==================== block 1
Fig. 1: block 1, signal wires on met2
Bar = 50 µm.
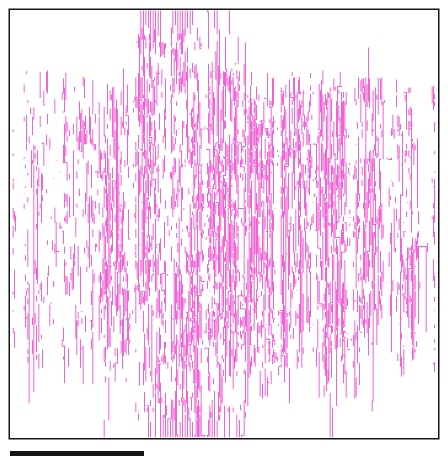

### src/rtl/riscv_mmio_bridge.sv
// riscv_mmio_bridge
//   Memory-mapped I/O bridge between the core data-memory port and the
//   on-board peripherals. A 256-byte window at IO_BASE holds a debounced
//   switch register, a byte-writable LED register, a prescaled 32-bit timer
//   with compare, and sticky status / interrupt-enable registers. Every other
//   address passes through to the external data cache.
//
// Ports
//   clk              core clock, rising edge
//   rst              asynchronous active-low reset
//   addr             byte address from the core
//   cache_d_write_en store strobe
//   cache_d_write    store size (SB / SH / SW)
//   data_to_cache    right-aligned store data
//   mem_rdata        read data from the data cache
//   mem_write_en     store strobe forwarded to the cache (never for I/O)
//   data_out         read data to the core (I/O register or mem_rdata)
//   sw               raw asynchronous switch inputs
//   led              LED drive
//   irq              registered level interrupt

`ifndef CACHE_D_WRITE_LEN
`define CACHE_D_WRITE_LEN 2
`define CACHE_D_WRITE_SB 2'd0
`define CACHE_D_WRITE_SH 2'd1
`define CACHE_D_WRITE_SW 2'd2
`endif

module riscv_mmio_bridge #(
  parameter logic [31:0] IO_BASE         = 32'hFFFFFC00,
  parameter int          SW_W            = 24,
  parameter int          LED_W           = 24,
  parameter int          DEBOUNCE_CYCLES = 16,
  parameter int          TIMER_PRESCALE  = 1
) (
  input  logic                          clk,
  input  logic                          rst,
  input  logic [31:0]                   addr,
  input  logic                          cache_d_write_en,
  input  logic [`CACHE_D_WRITE_LEN-1:0] cache_d_write,
  input  logic [31:0]                   data_to_cache,
  input  logic [31:0]                   mem_rdata,
  output logic                          mem_write_en,
  output logic [31:0]                   data_out,
  input  logic [SW_W-1:0]               sw,
  output logic [LED_W-1:0]              led,
  output logic                          irq
);

  localparam int DB_W = (DEBOUNCE_CYCLES > 1) ? $clog2(DEBOUNCE_CYCLES) : 1;
  localparam int PS_W = (TIMER_PRESCALE > 1) ? $clog2(TIMER_PRESCALE) : 1;
  localparam logic [DB_W-1:0] DB_MAX = DB_W'(DEBOUNCE_CYCLES - 1);
  localparam logic [PS_W-1:0] PS_MAX = PS_W'(TIMER_PRESCALE - 1);

  // Replace the byte lanes selected by be, keep the others.
  function automatic logic [31:0] lane_merge(input logic [31:0] old_v,
                                             input logic [3:0]  be_v,
                                             input logic [31:0] wd_v);
    logic [31:0] r;
    for (int b = 0; b < 4; b++)
      r[8*b +: 8] = be_v[b] ? wd_v[8*b +: 8] : old_v[8*b +: 8];
    return r;
  endfunction

  logic [SW_W-1:0]  sync1_q, sync2_q, sw_stable_q, sw_stable_d;
  logic [DB_W-1:0]  db_cnt_q, db_cnt_d;
  logic [PS_W-1:0]  ps_q, ps_d;
  logic [31:0]      timer_q, timer_d, cmp_q, cmp_d, timer_inc;
  logic [LED_W-1:0] led_q, led_d;
  logic [1:0]       status_q, status_d, irq_en_q, irq_en_d, hw_set, w1c;
  logic             irq_q, irq_d;

  logic        is_io, io_we, tick;
  logic [3:0]  be;
  logic [31:0] wd, rd_io;

  assign is_io        = (addr & 32'hFFFFFF00) == IO_BASE;
  assign io_we        = cache_d_write_en & is_io;
  assign mem_write_en = cache_d_write_en & ~is_io;
  assign led          = led_q;
  assign irq          = irq_q;

  // Byte enables and lane-replicated store data.
  always_comb begin
    be = 4'b0000;
    wd = data_to_cache;
    case (cache_d_write)
      `CACHE_D_WRITE_SB: begin
        be = 4'b0001 << addr[1:0];
        wd = {4{data_to_cache[7:0]}};
      end
      `CACHE_D_WRITE_SH: begin
        be = addr[1] ? 4'b1100 : 4'b0011;
        wd = {2{data_to_cache[15:0]}};
      end
      `CACHE_D_WRITE_SW: be = 4'b1111;
      default:           be = 4'b0000;
    endcase
  end

  // Combinational read mux.
  always_comb begin
    rd_io = '0;
    case (addr[7:2])
      6'h00: rd_io[SW_W-1:0]  = sw_stable_q;
      6'h01: rd_io[LED_W-1:0] = led_q;
      6'h02: rd_io            = timer_q;
      6'h03: rd_io            = cmp_q;
      6'h04: rd_io[1:0]       = status_q;
      6'h05: rd_io[1:0]       = irq_en_q;
      default: rd_io = '0;
    endcase
    data_out = is_io ? rd_io : mem_rdata;
  end

  always_comb begin
    sw_stable_d = sw_stable_q;
    db_cnt_d    = db_cnt_q;
    led_d       = led_q;
    timer_d     = timer_q;
    cmp_d       = cmp_q;
    irq_en_d    = irq_en_q;
    hw_set      = 2'b00;
    w1c         = 2'b00;
    timer_inc   = timer_q + 32'd1;
    tick        = (ps_q == PS_MAX);
    ps_d        = tick ? '0 : ps_q + PS_W'(1);

    // Whole-vector debouncer: any mismatch must persist DEBOUNCE_CYCLES
    // consecutive edges before the new vector is accepted.
    if (sync2_q == sw_stable_q) begin
      db_cnt_d = '0;
    end else if (db_cnt_q == DB_MAX) begin
      sw_stable_d = sync2_q;
      db_cnt_d    = '0;
      hw_set[1]   = 1'b1;
    end else begin
      db_cnt_d = db_cnt_q + DB_W'(1);
    end

    if (io_we && addr[7:2] == 6'h01)
      for (int i = 0; i < LED_W; i++)
        led_d[i] = be[i/8] ? wd[i] : led_q[i];

    // A CPU write to TIMER wins over a tick and never raises a match.
    if (io_we && addr[7:2] == 6'h02) begin
      timer_d = lane_merge(timer_q, be, wd);
    end else if (tick) begin
      timer_d   = timer_inc;
      hw_set[0] = (timer_inc == cmp_q);
    end

    if (io_we && addr[7:2] == 6'h03)
      cmp_d = lane_merge(cmp_q, be, wd);
    if (io_we && addr[7:2] == 6'h04 && be[0])
      w1c = wd[1:0];
    if (io_we && addr[7:2] == 6'h05 && be[0])
      irq_en_d = wd[1:0];

    // Hardware set beats a same-cycle clear.
    status_d = (status_q & ~w1c) | hw_set;
    irq_d    = |(status_q & irq_en_q);
  end

  always_ff @(posedge clk or negedge rst) begin
    if (!rst) begin
      sync1_q     <= '0;
      sync2_q     <= '0;
      sw_stable_q <= '0;
      db_cnt_q    <= '0;
      ps_q        <= '0;
      timer_q     <= '0;
      cmp_q       <= 32'hFFFFFFFF;
      led_q       <= '0;
      status_q    <= '0;
      irq_en_q    <= '0;
      irq_q       <= 1'b0;
    end else begin
      sync1_q     <= sw;
      sync2_q     <= sync1_q;
      sw_stable_q <= sw_stable_d;
      db_cnt_q    <= db_cnt_d;
      ps_q        <= ps_d;
      timer_q     <= timer_d;
      cmp_q       <= cmp_d;
      led_q       <= led_d;
      status_q    <= status_d;
      irq_en_q    <= irq_en_d;
      irq_q       <= irq_d;
    end
  end

endmodule

### config.mk
export PLATFORM = sky130hd
export DESIGN_NAME = riscv_mmio_bridge
export DESIGN_NICKNAME = d
export VERILOG_FILES = /design/src/rtl/riscv_mmio_bridge.sv
export SDC_FILE = /design/constraint.sdc
export NUM_CORES = 1
export LEC_CHECK = 0
export CELL_PAD_IN_SITES_DETAIL_PLACEMENT = 0
export CELL_PAD_IN_SITES_GLOBAL_PLACEMENT = 1
export CORE_MARGIN = 5
export CORE_UTILIZATION = 41
export CTS_BUF_LIST = sky130_fd_sc_hd__clkbuf_4 sky130_fd_sc_hd__clkbuf_8
export DETAILED_ROUTE_END_ITERATION = 12
export PLACE_DENSITY = 0.89
export SLEW_MARGIN = 20
export SYNTH_ARGS = -nofsm -noshare
export SYNTH_HDL_FRONTEND = slang
export SYNTH_SLANG_ARGS = --single-unit
export TNS_END_PERCENT = 1
### constraint.sdc
create_clock -name clk -period 2.85 [get_ports clk]
set_input_delay 0.7125 -clock clk [delete_from_list [all_inputs] [get_ports clk]]
set_output_delay 0.7125 -clock clk [all_outputs]
set_load 0.01 [all_outputs]
==================== block 2
## src/rtl/dut_scan_pkg.sv

```systemverilog
// Shared types and sizing for the DUT scan controller and its settle timer.
// Optional double sampling is selected with DUT_SCAN_DOUBLE_SAMPLE_EN.
package dut_scan_pkg;

  localparam int DATA_WIDTH_DEF = 32;
  localparam int COUNT_W        = 6;
  localparam int MAX_COUNT      = 32;

  typedef enum logic [2:0] {
    IDLE    = 3'd0,
    SETTLE  = 3'd1,
    SAMPLE  = 3'd2,
    SAMPLE2 = 3'd3,
    DONE    = 3'd4
  } state_t;

  // Requests longer than the result word are scanned as a full word.
  function automatic logic [COUNT_W-1:0] clamp_count(input logic [COUNT_W-1:0] count);
    return (count > COUNT_W'(MAX_COUNT)) ? COUNT_W'(MAX_COUNT) : count;
  endfunction

endpackage

```

## src/rtl/dut_scan_controller_settle_timer.sv

```systemverilog
// Loadable down-counter timing each settle phase; expired is high for exactly
// the last cycle of the phase, so the controller can leave SETTLE on that edge.
module dut_settle_timer #(
  parameter int SETTLE_CYCLES = 4
) (
  input  logic clk,
  input  logic rst_n,
  input  logic start,
  input  logic clear,
  output logic expired
);

  logic [7:0] cnt_reg;

  always_ff @(posedge clk) begin
    if (!rst_n || clear) begin
      cnt_reg <= 8'd0;
    end else if (start) begin
      cnt_reg <= 8'(SETTLE_CYCLES);
    end else if (cnt_reg != 8'd0) begin
      cnt_reg <= cnt_reg - 8'd1;
    end
  end

  assign expired = (cnt_reg == 8'd1);

endmodule

```

## src/rtl/dut_scan_controller.sv

```systemverilog
// Scans a combinational DUT bit by bit over a select range and returns the packed samples.
// Define DUT_SCAN_DOUBLE_SAMPLE_EN to sample every bit twice and flag unstable outputs.
module dut_scan_controller
  import dut_scan_pkg::*;
#(
  parameter int SETTLE_CYCLES = 4,
  parameter int DATA_WIDTH    = DATA_WIDTH_DEF
) (
  input  logic                  clk,
  input  logic                  rst_n,
  input  logic                  cmd_valid,
  output logic                  cmd_ready,
  input  logic [DATA_WIDTH-1:0] cmd_input,
  input  logic [DATA_WIDTH-1:0] cmd_first_sel,
  input  logic [COUNT_W-1:0]    cmd_count,
  input  logic                  abort,
  output logic                  busy,
  output logic                  res_valid,
  input  logic                  res_ready,
  output logic [DATA_WIDTH-1:0] res_data,
  output logic                  res_unstable,
  output logic [DATA_WIDTH-1:0] dut_input,
  output logic [DATA_WIDTH-1:0] dut_signal_select,
  input  logic                  dut_output
);

  localparam logic [2:0] S_IDLE    = IDLE;
  localparam logic [2:0] S_SETTLE  = SETTLE;
  localparam logic [2:0] S_SAMPLE  = SAMPLE;
  localparam logic [2:0] S_SAMPLE2 = SAMPLE2;
  localparam logic [2:0] S_DONE    = DONE;

  logic [2:0]            state_reg, state_next;
  logic                  cmd_ready_reg, busy_reg, res_valid_reg;
  logic [DATA_WIDTH-1:0] res_data_reg, res_data_next;
  logic [DATA_WIDTH-1:0] input_reg, sel_reg;
  logic [COUNT_W-1:0]    count_reg, idx_reg;
  logic                  first_reg;
  logic                  accept, last;
  logic                  timer_start, timer_clear, timer_expired;
`ifdef DUT_SCAN_DOUBLE_SAMPLE_EN
  logic                  second_reg;
  logic                  first_bit_reg;
  logic                  unstable_reg;
`endif

  assign accept = (state_reg == S_IDLE) && cmd_valid && !abort;
  assign last   = ((idx_reg + COUNT_W'(1)) == count_reg);

  dut_settle_timer #(
    .SETTLE_CYCLES(SETTLE_CYCLES)
  ) u_settle_timer (
    .clk    (clk),
    .rst_n  (rst_n),
    .start  (timer_start),
    .clear  (timer_clear),
    .expired(timer_expired)
  );

  for (genvar gi = 0; gi < DATA_WIDTH; gi++) begin : g_bit
    assign res_data_next[gi] = (state_reg == S_SAMPLE && idx_reg == COUNT_W'(gi))
                               ? dut_output : res_data_reg[gi];
  end

  always_comb begin
    state_next  = state_reg;
    timer_start = 1'b0;
    timer_clear = 1'b0;
    case (state_reg)
      S_IDLE: begin
        if (accept) begin
          timer_clear = 1'b1;
          state_next  = S_SETTLE;
        end
      end
      S_SETTLE: begin
        // An empty scan spends this one cycle here so its result appears a clock after accept.
        if (count_reg == '0) begin
          state_next = S_DONE;
        end else begin
          timer_start = first_reg;
`ifdef DUT_SCAN_DOUBLE_SAMPLE_EN
          if (timer_expired) state_next = second_reg ? S_SAMPLE2 : S_SAMPLE;
`else
          if (timer_expired) state_next = S_SAMPLE;
`endif
        end
      end
      S_SAMPLE: begin
`ifdef DUT_SCAN_DOUBLE_SAMPLE_EN
        timer_start = 1'b1;
        state_next  = S_SETTLE;
`else
        if (last) begin
          state_next = S_DONE;
        end else begin
          timer_start = 1'b1;
          state_next  = S_SETTLE;
        end
`endif
      end
      S_SAMPLE2: begin
`ifdef DUT_SCAN_DOUBLE_SAMPLE_EN
        if (last) begin
          state_next = S_DONE;
        end else begin
          timer_start = 1'b1;
          state_next  = S_SETTLE;
        end
`else
        state_next = S_IDLE;
`endif
      end
      S_DONE: begin
        if (res_ready) state_next = S_IDLE;
      end
      default: state_next = S_IDLE;
    endcase
    if (abort && state_reg != S_IDLE) begin
      state_next  = S_IDLE;
      timer_start = 1'b0;
      timer_clear = 1'b1;
    end
  end

  always_ff @(posedge clk) begin
    if (!rst_n) begin
      state_reg     <= S_IDLE;
      cmd_ready_reg <= 1'b1;
      busy_reg      <= 1'b0;
      res_valid_reg <= 1'b0;
      res_data_reg  <= '0;
      input_reg     <= '0;
      sel_reg       <= '0;
      count_reg     <= '0;
      idx_reg       <= '0;
      first_reg     <= 1'b0;
`ifdef DUT_SCAN_DOUBLE_SAMPLE_EN
      second_reg    <= 1'b0;
      first_bit_reg <= 1'b0;
      unstable_reg  <= 1'b0;
`endif
    end else begin
      state_reg     <= state_next;
      cmd_ready_reg <= (state_next == S_IDLE);
      busy_reg      <= (state_next != S_IDLE);
      res_valid_reg <= (state_next == S_DONE);
      if (accept) begin
        input_reg    <= cmd_input;
        sel_reg      <= cmd_first_sel;
        count_reg    <= clamp_count(cmd_count);
        idx_reg      <= '0;
        res_data_reg <= '0;
        first_reg    <= 1'b1;
`ifdef DUT_SCAN_DOUBLE_SAMPLE_EN
        second_reg   <= 1'b0;
        unstable_reg <= 1'b0;
`endif
      end else if (!abort) begin
        case (state_reg)
          S_SETTLE: first_reg <= 1'b0;
          S_SAMPLE: begin
            res_data_reg <= res_data_next;
`ifdef DUT_SCAN_DOUBLE_SAMPLE_EN
            first_bit_reg <= dut_output;
            second_reg    <= 1'b1;
`else
            idx_reg <= idx_reg + COUNT_W'(1);
            if (!last) sel_reg <= sel_reg + DATA_WIDTH'(1);
`endif
          end
`ifdef DUT_SCAN_DOUBLE_SAMPLE_EN
          S_SAMPLE2: begin
            if (dut_output != first_bit_reg) unstable_reg <= 1'b1;
            second_reg <= 1'b0;
            idx_reg    <= idx_reg + COUNT_W'(1);
            if (!last) sel_reg <= sel_reg + DATA_WIDTH'(1);
          end
`endif
          default: ;
        endcase
      end
    end
  end

  assign cmd_ready         = cmd_ready_reg;
  assign busy              = busy_reg;
  assign res_valid         = res_valid_reg;
  assign res_data          = res_data_reg;
  assign dut_input         = input_reg;
  assign dut_signal_select = sel_reg;
`ifdef DUT_SCAN_DOUBLE_SAMPLE_EN
  assign res_unstable      = unstable_reg;
`else
  assign res_unstable      = 1'b0;
`endif

endmodule
```

## config.mk

```make
export PLATFORM = sky130hd
export DESIGN_NAME = dut_scan_controller
export DESIGN_NICKNAME = d
export VERILOG_FILES = /design/src/rtl/dut_scan_pkg.sv /design/src/rtl/dut_scan_controller_settle_timer.sv /design/src/rtl/dut_scan_controller.sv
export SDC_FILE = /design/constraint.sdc
export NUM_CORES = 1
export LEC_CHECK = 0
export CAP_MARGIN = 20
export CELL_PAD_IN_SITES_DETAIL_PLACEMENT = 0
export CELL_PAD_IN_SITES_GLOBAL_PLACEMENT = 2
export CORE_ASPECT_RATIO = 0.5
export CORE_MARGIN = 5
export CORE_UTILIZATION = 27
export CTS_BUF_LIST = sky130_fd_sc_hd__clkbuf_2
export CTS_CLUSTER_DIAMETER = 120
export DETAILED_ROUTE_END_ITERATION = 6
export PLACE_DENSITY_LB_ADDON = 0.2
export SETUP_SLACK_MARGIN = 0.4
export SYNTH_ARGS = -nofsm -noshare
export SYNTH_HDL_FRONTEND = slang
export SYNTH_SLANG_ARGS = --single-unit
```

## constraint.sdc

```tcl
create_clock -name clk -period 2.85 [get_ports clk]
set_input_delay 0.57 -clock clk [delete_from_list [all_inputs] [get_ports clk]]
set_output_delay 0.57 -clock clk [all_outputs]
set_load 0.02 [all_outputs]
```

==================== block 3
$ cat config.mk
export PLATFORM = sky130hd
export DESIGN_NAME = retire_rat
export DESIGN_NICKNAME = d
export VERILOG_FILES = /design/src/rtl/rename_pkg.sv /design/src/rtl/retire_bypass.sv /design/src/rtl/retire_rat.sv
export SDC_FILE = /design/constraint.sdc
export NUM_CORES = 1
export LEC_CHECK = 0
export CORE_MARGIN = 2
export CORE_UTILIZATION = 35
export DETAILED_ROUTE_END_ITERATION = 6
export PLACE_DENSITY = 0.52
export SYNTH_ARGS = -nofsm -noshare
export SYNTH_HDL_FRONTEND = slang
export SYNTH_HIERARCHICAL = 1
export SYNTH_SLANG_ARGS = --single-unit
$ cat constraint.sdc
create_clock -name clock -period 23.8 [get_ports clock]
set_input_delay 4.76 -clock clock [delete_from_list [all_inputs] [get_ports clock]]
set_output_delay 4.76 -clock clock [all_outputs]
set_load 0.03 [all_outputs]
$ cat src/rtl/rename_pkg.sv
// rtl/rename_pkg.sv - shared widths and types for the retirement register alias table
package rename_pkg;
    localparam int WAYS       = 4;
    localparam int PRF        = 64;
    localparam int PRF_IDX_W  = $clog2(PRF);
    localparam int ARCH       = 32;
    localparam int ARCH_IDX_W = 5;

    typedef logic [ARCH_IDX_W-1:0] arch_idx_t;
    typedef logic [PRF_IDX_W-1:0]  phys_idx_t;
    typedef phys_idx_t [ARCH-1:0]  map_t;
endpackage

$ cat src/rtl/retire_bypass.sv
// rtl/retire_bypass.sv - per-way commit enables and old-mapping lookup with intra-group bypass
import rename_pkg::*;

module retire_bypass (
    input  logic [WAYS-1:0]             retire_valid,
    input  logic [WAYS-1:0]             retire_has_dest,
    input  arch_idx_t [WAYS-1:0]        retire_arch,
    input  phys_idx_t [WAYS-1:0]        retire_phys,
    input  logic [WAYS-1:0]             retire_mispred,
    input  map_t                        map,
    output logic [WAYS-1:0]             eff,
    output phys_idx_t [WAYS-1:0]        old_phys
);
    logic squash;

    always_comb begin
        eff    = '0;
        squash = 1'b0;
        for (int i = 0; i < WAYS; i++) begin
            eff[i] = retire_valid[i] & retire_has_dest[i] &
                     (retire_arch[i] != '0) & ~squash;
            // A mispredicting way still commits; only younger ways are squashed.
            if (retire_mispred[i]) begin
                squash = 1'b1;
            end
        end
    end

    always_comb begin
        old_phys = '0;
        for (int j = 0; j < WAYS; j++) begin
            old_phys[j] = map[retire_arch[j]];
            // Ascending scan leaves the youngest older writer of the same arch reg.
            for (int i = 0; i < WAYS; i++) begin
                if ((i < j) && eff[i] && (retire_arch[i] == retire_arch[j])) begin
                    old_phys[j] = retire_phys[i];
                end
            end
        end
    end
endmodule

$ cat src/rtl/retire_rat.sv
// rtl/retire_rat.sv - retirement RAT with registered free-list outputs; optional RRAT_DUP_CHECK_EN adds dup_err
import rename_pkg::*;

module retire_rat (
    input  logic                        clock,
    input  logic                        reset,
    input  logic [WAYS-1:0]             retire_valid,
    input  logic [WAYS-1:0]             retire_has_dest,
    input  arch_idx_t [WAYS-1:0]        retire_arch,
    input  phys_idx_t [WAYS-1:0]        retire_phys,
    input  logic [WAYS-1:0]             retire_mispred,
    output logic [WAYS-1:0]             wr_en_RRAT,
    output phys_idx_t [WAYS-1:0]        reg_idx_wr_RRAT_new,
    output phys_idx_t [WAYS-1:0]        reg_idx_wr_RRAT_old,
    output logic                        except,
`ifdef RRAT_DUP_CHECK_EN
    output logic                        dup_err,
`endif
    output map_t                        rrat_map
);
    map_t                  map_q, map_d;
    logic [WAYS-1:0]       wr_en_q, wr_en_d;
    phys_idx_t [WAYS-1:0]  new_q, new_d;
    phys_idx_t [WAYS-1:0]  old_q, old_d;
    logic                  except_q, except_d;
    logic [WAYS-1:0]       eff;
    phys_idx_t [WAYS-1:0]  old_phys;

    retire_bypass u_bypass (
        .retire_valid    (retire_valid),
        .retire_has_dest (retire_has_dest),
        .retire_arch     (retire_arch),
        .retire_phys     (retire_phys),
        .retire_mispred  (retire_mispred),
        .map             (map_q),
        .eff             (eff),
        .old_phys        (old_phys)
    );

    always_comb begin
        map_d    = map_q;
        wr_en_d  = eff;
        new_d    = '0;
        old_d    = '0;
        except_d = |(retire_valid & retire_mispred);
        for (int i = 0; i < WAYS; i++) begin
            if (eff[i]) begin
                map_d[retire_arch[i]] = retire_phys[i];
                new_d[i]              = retire_phys[i];
                old_d[i]              = old_phys[i];
            end
        end
    end

    always_ff @(posedge clock or posedge reset) begin
        if (reset) begin
            for (int a = 0; a < ARCH; a++) begin
                map_q[a] <= phys_idx_t'(a);
            end
            wr_en_q  <= '0;
            new_q    <= '0;
            old_q    <= '0;
            except_q <= 1'b0;
        end else begin
            map_q    <= map_d;
            wr_en_q  <= wr_en_d;
            new_q    <= new_d;
            old_q    <= old_d;
            except_q <= except_d;
        end
    end

`ifdef RRAT_DUP_CHECK_EN
    logic            dup_err_q, dup_err_d;
    logic [ARCH-1:0] replaced;

    always_comb begin
        replaced = '0;
        for (int i = 0; i < WAYS; i++) begin
            if (eff[i]) begin
                replaced[retire_arch[i]] = 1'b1;
            end
        end
        dup_err_d = dup_err_q;
        for (int i = 0; i < WAYS; i++) begin
            if (eff[i]) begin
                for (int a = 0; a < ARCH; a++) begin
                    if (!replaced[a] && (map_q[a] == retire_phys[i])) begin
                        dup_err_d = 1'b1;
                    end
                end
                for (int k = 0; k < WAYS; k++) begin
                    if ((k < i) && eff[k] && (retire_phys[k] == retire_phys[i])) begin
                        dup_err_d = 1'b1;
                    end
                end
            end
        end
    end

    always_ff @(posedge clock or posedge reset) begin
        if (reset) begin
            dup_err_q <= 1'b0;
        end else begin
            dup_err_q <= dup_err_d;
        end
    end

    assign dup_err = dup_err_q;
`endif

    assign wr_en_RRAT          = wr_en_q;
    assign reg_idx_wr_RRAT_new = new_q;
    assign reg_idx_wr_RRAT_old = old_q;
    assign except              = except_q;
    assign rrat_map            = map_q;
endmodule

==================== block 4
File: src/rtl/sub18_pkg.sv
// rtl/sub18_pkg.sv - shared widths, latency and stage-1 bundle type for sub18_pipe
package sub18_pkg;

    localparam int WIDTH   = 18;
    localparam int LSB_W   = 9;
    localparam int HI_W    = WIDTH - LSB_W;
    localparam int Z_W     = WIDTH + 1;
    localparam int LATENCY = 2;

    typedef struct packed {
        logic [HI_W-1:0]  a_hi;
        logic [HI_W-1:0]  b_hi;
        logic [LSB_W-1:0] d_lo;
        logic             br;
    } stage1_t;

endpackage

File: src/rtl/sub18_pipe_sub_slice.sv
// rtl/sub18_pipe_sub_slice.sv - ripple subtractor d = x - y - bin built from per-bit full subtractors
module sub_slice #(
    parameter int W = 9
) (
    input  logic [W-1:0] x,
    input  logic [W-1:0] y,
    input  logic         bin,
    output logic [W-1:0] d,
    output logic         bout
);

    logic [W:0] borrow;

    assign borrow[0] = bin;

    for (genvar i = 0; i < W; i++) begin : g_bit
        assign d[i]          = x[i] ^ y[i] ^ borrow[i];
        assign borrow[i + 1] = (~x[i] & y[i]) | (~(x[i] ^ y[i]) & borrow[i]);
    end

    assign bout = borrow[W];

endmodule

File: src/rtl/sub18_pipe.sv
// rtl/sub18_pipe.sv - two-stage 18-bit subtractor z = a - b, 19-bit two's complement result
// Optional SUB18_SATURATE_EN: clamp negative results to zero inside stage 2.
module sub18_pipe
    import sub18_pkg::*;
#(
    parameter int WIDTH = sub18_pkg::WIDTH,
    parameter int LSB_W = sub18_pkg::LSB_W
) (
    input  logic             clk,
    input  logic             rst,
    input  logic [WIDTH-1:0] a,
    input  logic [WIDTH-1:0] b,
    output logic [WIDTH:0]   z
);

    localparam int HW = WIDTH - LSB_W;

    typedef struct packed {
        logic [HW-1:0]    a_hi;
        logic [HW-1:0]    b_hi;
        logic [LSB_W-1:0] d_lo;
        logic             br;
    } s1_t;

    s1_t            s1_q;
    s1_t            s1_d;
    logic [WIDTH:0] z_q;
    logic [WIDTH:0] z_d;

    logic [LSB_W-1:0] lo_diff;
    logic             lo_borrow;
    logic [HW-1:0]    hi_diff;
    logic             hi_borrow;

    sub_slice #(.W(LSB_W)) u_lo (
        .x    (a[LSB_W-1:0]),
        .y    (b[LSB_W-1:0]),
        .bin  (1'b0),
        .d    (lo_diff),
        .bout (lo_borrow)
    );

    // Borrow-out of the zero-extended high subtract is exactly the sign bit of z.
    sub_slice #(.W(HW)) u_hi (
        .x    (s1_q.a_hi),
        .y    (s1_q.b_hi),
        .bin  (s1_q.br),
        .d    (hi_diff),
        .bout (hi_borrow)
    );

    always_comb begin
        s1_d      = '0;
        s1_d.a_hi = a[WIDTH-1:LSB_W];
        s1_d.b_hi = b[WIDTH-1:LSB_W];
        s1_d.d_lo = lo_diff;
        s1_d.br   = lo_borrow;
    end

    always_comb begin
        z_d = {hi_borrow, hi_diff, s1_q.d_lo};
`ifdef SUB18_SATURATE_EN
        if (hi_borrow) begin
            z_d = '0;
        end
`endif
    end

    always_ff @(posedge clk) begin
        if (rst) begin
            s1_q <= '0;
            z_q  <= '0;
        end else begin
            s1_q <= s1_d;
            z_q  <= z_d;
        end
    end

    assign z = z_q;

endmodule

File: config.mk
export PLATFORM = sky130hd
export DESIGN_NAME = sub18_pipe
export DESIGN_NICKNAME = d
export VERILOG_FILES = /design/src/rtl/sub18_pkg.sv /design/src/rtl/sub18_pipe_sub_slice.sv /design/src/rtl/sub18_pipe.sv
export SDC_FILE = /design/constraint.sdc
export NUM_CORES = 1
export LEC_CHECK = 0
export CAP_MARGIN = 10
export CORE_UTILIZATION = 45
export CTS_CLUSTER_SIZE = 30
export DETAILED_ROUTE_END_ITERATION = 10
export PLACE_DENSITY = 0.78
export SYNTH_ARGS = -nofsm -noshare
export SYNTH_HDL_FRONTEND = slang
export SYNTH_SLANG_ARGS = --single-unit
export TNS_END_PERCENT = 5
File: constraint.sdc
create_clock -name clk -period 5.46 [get_ports clk]
set_input_delay 0.546 -clock clk [delete_from_list [all_inputs] [get_ports clk]]
set_output_delay 0.546 -clock clk [all_outputs]
set_load 0.05 [all_outputs]

==> gallery <==
Signal wires on met2.
panel A
Bar = 20 µm.
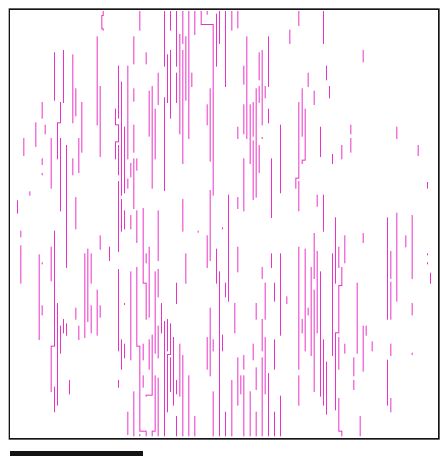
panel B
Bar = 50 µm.
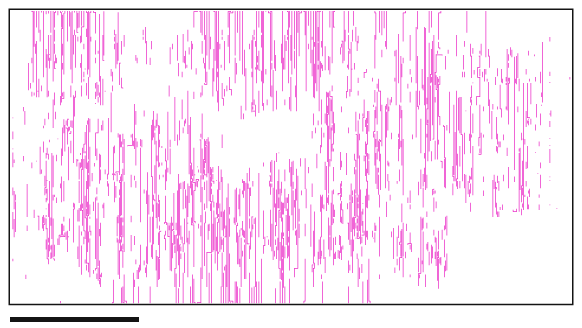
panel C
Bar = 100 µm.
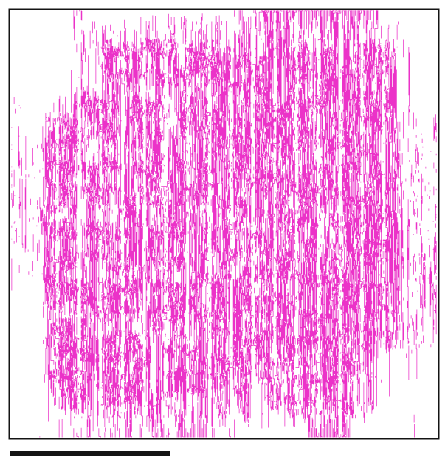
Panel A comes from block 4.
Panel B comes from block 2.
Panel C comes from block 3.

Fig. 2: block 4, sequential cells grouped by signal name
Other cells in gray.
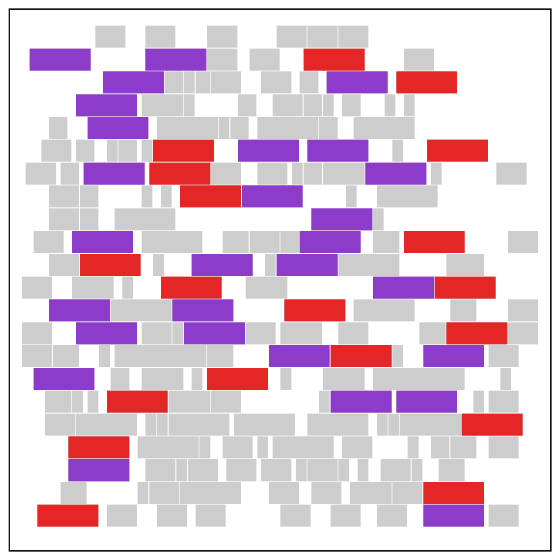
legend:
  red:
    netlist_name: `z`
    flops: 19
  purple:
    netlist_name: `s1_q`
    flops: 28
Final Core Density: 0.6618
sequential cell area share: 0.3854
sequential cell area: 940.9 µm²
sequential power: 0.382 mW

==> writeup.txt, block 4 <==
For this run the aggregate overflow at the end of global routing stands at 0. TritonCTS built the clock tree. The detailed-route wire length on metal 1 was 941 µm.

The per-instance average area after synthesis was 12.42 µm²; the count of state elements after synthesis was 47. The DRC violation total left in the routed layout is recorded as 0. Final hold analysis gives a worst-case slack of 0.4421 ns. For the total negative slack for setup checks, the log shows 0 ns.

The part of the total power dissipated in sequential elements is 0.452, and the tally of non-filler cells in the final layout is 248. The run gives 1.206 ns for the final worst slack. Per the power-grid run, VDD falls by no more than 0.2855 mV.

The run gives 48 as the pin count of the biggest net entering global routing. The tools report the combinational power as 0.171 mW. STA reports the tightest min-delay check as being of type reg2reg. The net count of the finished layout is 255. The flow ran to the end, and the final reports show no timing, DRC or antenna violations. Broken down by cell family, the worst path's largest delay share belongs to adder cells. Per STA, the worst path is made up of clkdlybuf4s50_1 > inv_1 > ha_1 > inv_1 > fa_1 > inv_1 > fa_1 > fa_1 > fa_1 > fa_1 > fa_1 > fa_1 > inv_1 > fa_1 > nor2b_4.

With the number of hold violations in the final report at 0, the total via count after detailed routing is 1022. The final antenna diode tally reported by the flow is 0. The cts-stage hold buffer count was 0.

In this run, the number of DRC markers left after iteration 0 of detailed routing was 13. The number of cells traversed by the worst hold path came out at 1. The placement report lists the number of port buffers as 56. The worst setup path category is in2reg.

Per the finish-stage timing summary, setup violations number 0. In this run the vertical extent of the chip is 64.39 µm. TritonRoute output was used to compute an average wire per cell of 10.88 µm.

The number of different library cells used by synthesis comes to 11. Per the run summary, max-cap violations total 0. Largest power group: registers.
block 4: cell type report:
class	count	area [µm²]	share of cell area
flip-flops and latches	47	940.9	0.3854
multi-input cells	65	661.9	0.2711
inverters	24	90.09	0.03690
well taps	48	60.06	0.02460
clock inverters	2	60.06	0.02460
repair buffers	56	555.5	0.2276
clock buffers	6	72.57	0.02973
block 4: cell families after synthesis:
group | share of synthesized area
adder cells (fa/ha/maj) | 0.2014
flip-flops | 0.5371
buffers and inverters | 0.08500
AND/OR/NAND/NOR | 0.1764
block 4: synth_stat cells, drive strengths merged:
| cell | count |
|---|---|
| fa | 17 |
| nor2b | 31 |
| nor2 | 16 |
| buf | 5 |
| inv | 24 |
| dfxtp | 47 |
| ha | 1 |
block 4: worst max-delay path by stage:
stage                     from       to  slack [ns]
after floorplan           a[0]  s1_q[9]        1.53
after global placement    a[0]  s1_q[9]        0.98
after detailed placement  a[0]  s1_q[9]        0.89
after CTS                 a[0]  s1_q[9]        1.18
after global routing      a[0]  s1_q[9]        1.04
final                     a[0]  s1_q[9]        1.21
block 4: flip-flops by register name, indices dropped and copies added, names as in the netlist:
register  flops
z            19
s1_q         28
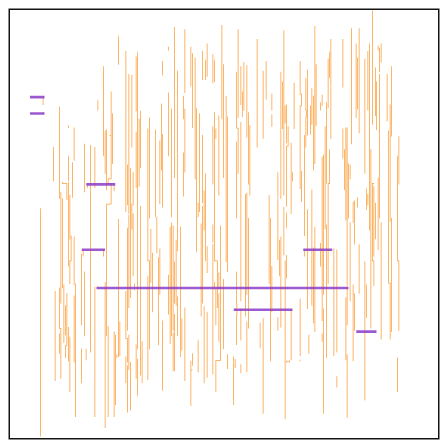
Fig. 3. Wiring by layer (block 3).
Two of the layers only.
legend:
  orange:
    layer: met4
    wire_length: 12300 µm
  purple:
    layer: met5
    wire_length: 262 µm

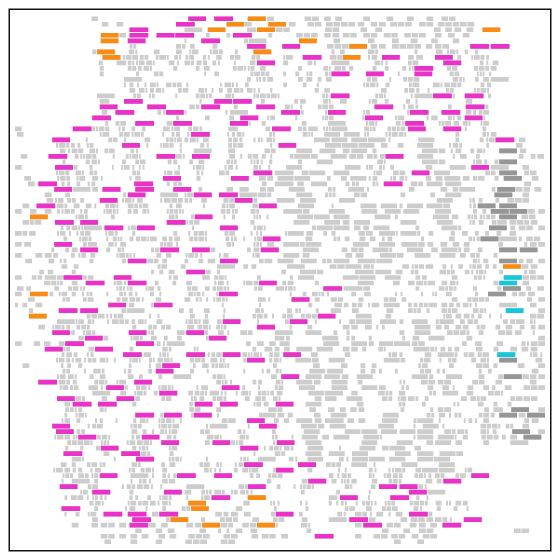
Fig. 4. Sequential cells grouped by signal name (block 3).
Other sequential cells in the stronger gray, the rest of the logic in the fainter gray.
legend:
  cyan:
    netlist_name: `wr_en_RRAT`
    flops: 4
    where: right middle
  magenta:
    netlist_name: `rrat_map`
    flops: 192
    where: spread over the die
  orange:
    netlist_name: `reg_idx_wr_RRAT_new`
    flops: 24

==> writeup.txt, block 3 <==
For this run, the slowest stage of the critical path takes 1.00 ns. The CTS root buffer was clkbuf_16. In the synthesis report, Yosys lists the chip area as 0.02417 mm².

The slowest stage of the critical path belongs to the cell a211oi_4. The global-route met2 utilization was 0.5674. The gate count of the mapped netlist is 2725.

In the setup report, the worst path falls into the class in2reg. The multiplexer area fraction after synthesis was 0.2191. At the pin with the least slew margin, the transition time is 1.436 ns. The final report lists a non-filler cell total of 3716.

The end-of-flow timing check tallies setup violations at 0. The post-route fraction of the period consumed by the critical path was 0.3817. Most crowded layer after global routing: met2.

The sequential share of the synthesized area was 0.2578; the count of routing violations after the opening detailed-route iteration was 5175. Origin of the critical flop-to-flop path: rrat_map[131]. Per the final report, max-transition violations number 0. Port buffering added 302 buffers. After synthesis the netlist holds a flip-flop and latch count of 245. The net switching component of the power was 1.077 mW. The tools report the area of the core as 0.06847 mm². In the detailed route, the total length drawn on met2 is 60.31 mm. The area occupied by multi-input gates was 0.01633 mm²; the final core utilization was 0.4162. The final layout contains 2858 nets. In this run the deepest clock path goes through 3 buffers. The first global-routing pass estimated 212.1 mm of wire. Dominant register cell in the synthesized netlist: dfrtp_1. Top layer reached by signal wires: met5. The worst path needs 9.085 ns of the cycle, external delays included. The run finished with clean final reports.
-- block 3: registers in the layout (all words and copies together) (netlist names) --
signal	count
wr_en_RRAT	4
reg_idx_wr_RRAT_new	24
reg_idx_wr_RRAT_old	24
rrat_map	192
except	1
-- block 3: worst max-delay path by stage --
stage / to / slack [ns] / cells past startpoint
floorplan: except / 12.44 / 1
global placement: rrat_map[160] / 14.52 / 9
detailed placement: rrat_map[158] / 14.43 / 9
CTS: rrat_map[157] / 15.00 / 9
global route: rrat_map[153] / 14.65 / 9
finish: rrat_map[150] / 14.72 / 9
-- block 3: per-stage QoR --
step	power, mW	hold WS (ns)	setup WS [ns]
finish	2.330	0.7769	14.72
global route	2.353	0.8222	14.65
CTS	2.271	0.7754	15.00
detailed placement	1.724	0.7589	14.43
global placement	1.714	0.7477	14.52
floorplan	1.192	0.8507	12.44
-- block 3: final cells by class --
cell class / count / area share
multi-input combinational: 2118 / 0.5729
sequential: 245 / 0.2186
timing repair buffer: 388 / 0.1268
tap: 882 / 0.03872
clock buffer: 53 / 0.03771
clock inverter: 12 / 0.002942
inverter: 11 / 0.001712
antenna: 7 / 0.0006147
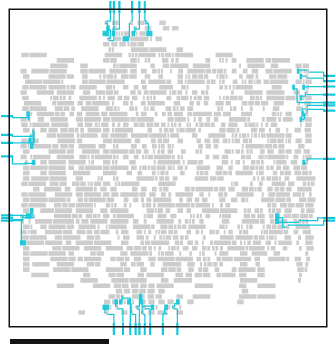
Fig. 5. Nets reached from selected ports (block 1).
Bar = 50 µm.
legend:
  cyan:
    port: `data_out`
    direction: output
    edge: 10 right, 9 bottom, 7 left, 6 top
    end_cells: 32
    buffers: 32
    wire: 510 µm

About Fig. 1:
longest straight run: 85.0 µm
main direction: vertical
nets with wire on the layer: 1133
share of all routed wire: 46%
wire length on this layer: 14300 µm
total detailed-routing wirelength: 31.27 mm
via count: 8468
fraction of met2 tracks used by global routing: 0.3794

==> writeup.txt, block 1 <==
The run gives 1968 as the count of fill cells added during filler insertion. The area of the core is 0.02243 mm², and the post-cts sizing count is 183. The flow ran to the end, but the final reports show violations. The proportion of netlist area held by the largest area contributor was 0.3708.

Per the GRT congestion report, total overflow comes to 0. The ratio of total power to cell area came out at 383.1 mW/mm². With the total setup violations reported at the end of the flow at 1, the total power after layout is 4.864 mW.

The share of final layout cell area taken by clock buffers and inverters was 0.03312; the number of warnings the tools reported was 28. With the post-route fraction of the period consumed by the critical path at 1.001, the number of multi-input combinational cells is 682. The checks that failed: setup timing. The highest-count logic cell in the final layout is dfrtp_1. The tools report the final hold slack as 0.1930 ns. The initial core utilization came out at 0.4121.

The logs give 183 for the number of top-level design ports and 0.05781 for the met3 layer usage reported by global route. Note that the worst hold path type here is in2async. The origin of the critical flop-to-flop path is timer_q[12]. Walking the worst path, the cells encountered are clkbuf_2 > and3_4 > buf_12 > buf_4 > a222oi_1 > o21ai_2 > buf_2. Cell with the most instances after synthesis: dfrtp_1. For the final worst slack, the log shows -0.003936 ns.
-- block 1: power by group --
group / total [mW] / switching, mW / leakage (nW) / internal (mW)
logic: 0.584 / 0.285 / 3.24 / 0.300
registers: 2.49 / 0.0386 / 1.99 / 2.45
clock network: 1.79 / 1.02 / 0.211 / 0.770
-- block 1: cell families after synthesis --
| family | after synthesis | share of synthesized area |
|---|---|---|
| multiplexers | 98 | 0.1180 |
| XOR/XNOR | 67 | 0.06347 |
| AND/OR/NAND/NOR | 309 | 0.1704 |
| adder cells (fa/ha/maj) | 2 | 0.002706 |
| buffers and inverters | 70 | 0.03234 |
| flip-flops | 169 | 0.4618 |
| AND-OR/OR-AND | 206 | 0.1513 |
-- block 1: how the worst max path moves through the flow --
| stage | end | slack, ns | cells after the start |
|---|---|---|---|
| floorplan | data_out[15] | 0.006 | 5 |
| global placement | data_out[12] | -0.87 | 7 |
| detailed placement | data_out[12] | -0.86 | 7 |
| CTS | data_out[1] | -0.29 | 9 |
| global route | data_out[0] | -0.06 | 9 |
| finish | data_out[8] | -0.004 | 7 |
-- block 1: worst max-delay path, delay by kind of cell --
family	cells	cell delay, ns
buffers and inverters	4	0.55
AOI/OAI and AO/OA	2	0.66
and+or+nand+nor	1	0.21
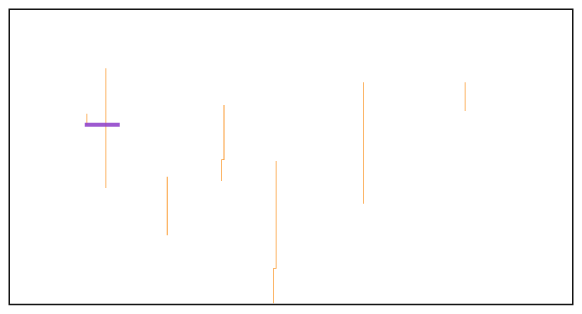
Fig. 6. Wiring by layer (block 2).
Two of the layers only.
legend:
  orange:
    layer: met4
    wire_length: 217 µm
  purple:
    layer: met5
    wire_length: 12.0 µm

==> writeup.txt, block 2 <==
Port buffering added 174 buffers. The run gives 0.2729 as the initial core utilization. The synthesized design spends more area on one cell type than any other, namely dfxtp_1. For the total negative slack for setup checks, the log shows 0 ns.

CTS placed an instance of clkbuf_2 at the clock tree root. The worst setup path is captured at a register. For the pin count of the biggest net entering global routing, the log shows 58. The tools report the via count of the first global-routing pass as 6039. Family of cells with the greatest summed delay on the critical path: simple AND/OR/NAND/NOR gates. TritonCTS built the clock tree. The global-route met2 utilization is 0.2711, and the largest buffer count on any clock path is 2. The tools report the initial antenna violation count as 2.

The final core utilization was 0.3941. After detailed routing, the met2 layer carries 9.871 mm of wire. According to the I/O placement log, the pin count is 176.

The length of the first detailed-routing pass in iterations was 5. The flow ran to the end, and the final reports show no timing, DRC or antenna violations. The number of sinks on the clock net was 123. The post-route fraction of the period consumed by the critical path is 0.8561, and the peak supply drop is 0.1894 mV. The largest non-sequential cell family by area was simple AND/OR/NAND/NOR gates.

Signal nets in the final route climb as high as met5.
-- block 2: path summary, 6_finish.rpt --
check	endpoint	slack (ns)	cells after the start
max	dut_signal_select[28]	0.41	5
max reg2reg	dut_signal_select[28]	0.41	5
min reg2reg	dut_input[19]	0.47	2
min	dut_input[29]	0.38	3
-- block 2: worst register-to-register path, stage by stage (launching register included) --
cell and delay (ns):
dfxtp_2 0.44, nand4_2 0.20, or4_4 0.55, or3_4 0.39, or4_4 0.53, a221oi_2 0.27
-- block 2: kinds of logic after synthesis --
group / Yosys count
other: 1
muxes: 10
xor gates and xnor gates: 19
AOI/OAI and AO/OA: 203
buffers and inverters: 64
and+or+nand+nor: 327
DFF: 123
adders and majority gates: 8
-- block 2: final cells by class --
cell class	count	area, µm²	share of cell area
Antenna cell	1	2.502	0.0002948
Sequential cell	123	2491	0.2935
Clock inverter	11	81.33	0.009581
Clock buffer	19	95.09	0.01120
Inverter	8	30.03	0.003538
Timing Repair Buffer	218	2160	0.2544
Multi-Input combinational cell	568	3253	0.3833
Tap cell	300	375.4	0.04422
-- block 2: report_power, final --
group          internal [mW]  switching (mW)  total [mW]
combinational          0.430           0.497       0.927
clock                  0.294           0.669       0.963
sequential              1.81          0.0902        1.90


==> screenshots <==
Nets reached from selected ports.
(a)
Bar = 50 µm.
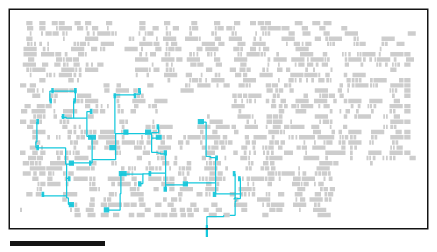
(b)
Bar = 20 µm.
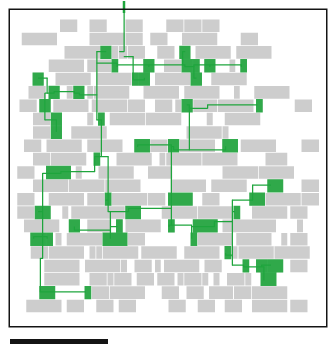
(c)
Bar = 100 µm.
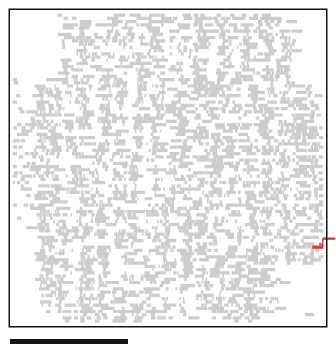
- (c) = block 3
- (b) = block 4
- (a) = block 2
- smallest die: (b)
- fewest cells: (b)

Key to (c):
legend:
  red:
    port: `except`
    direction: output
    edge: right
    end_cells: 1
    buffers: 1
    wire: 10.6 µm

Power figures rest on the tool's default switching activity, not on a simulated workload.
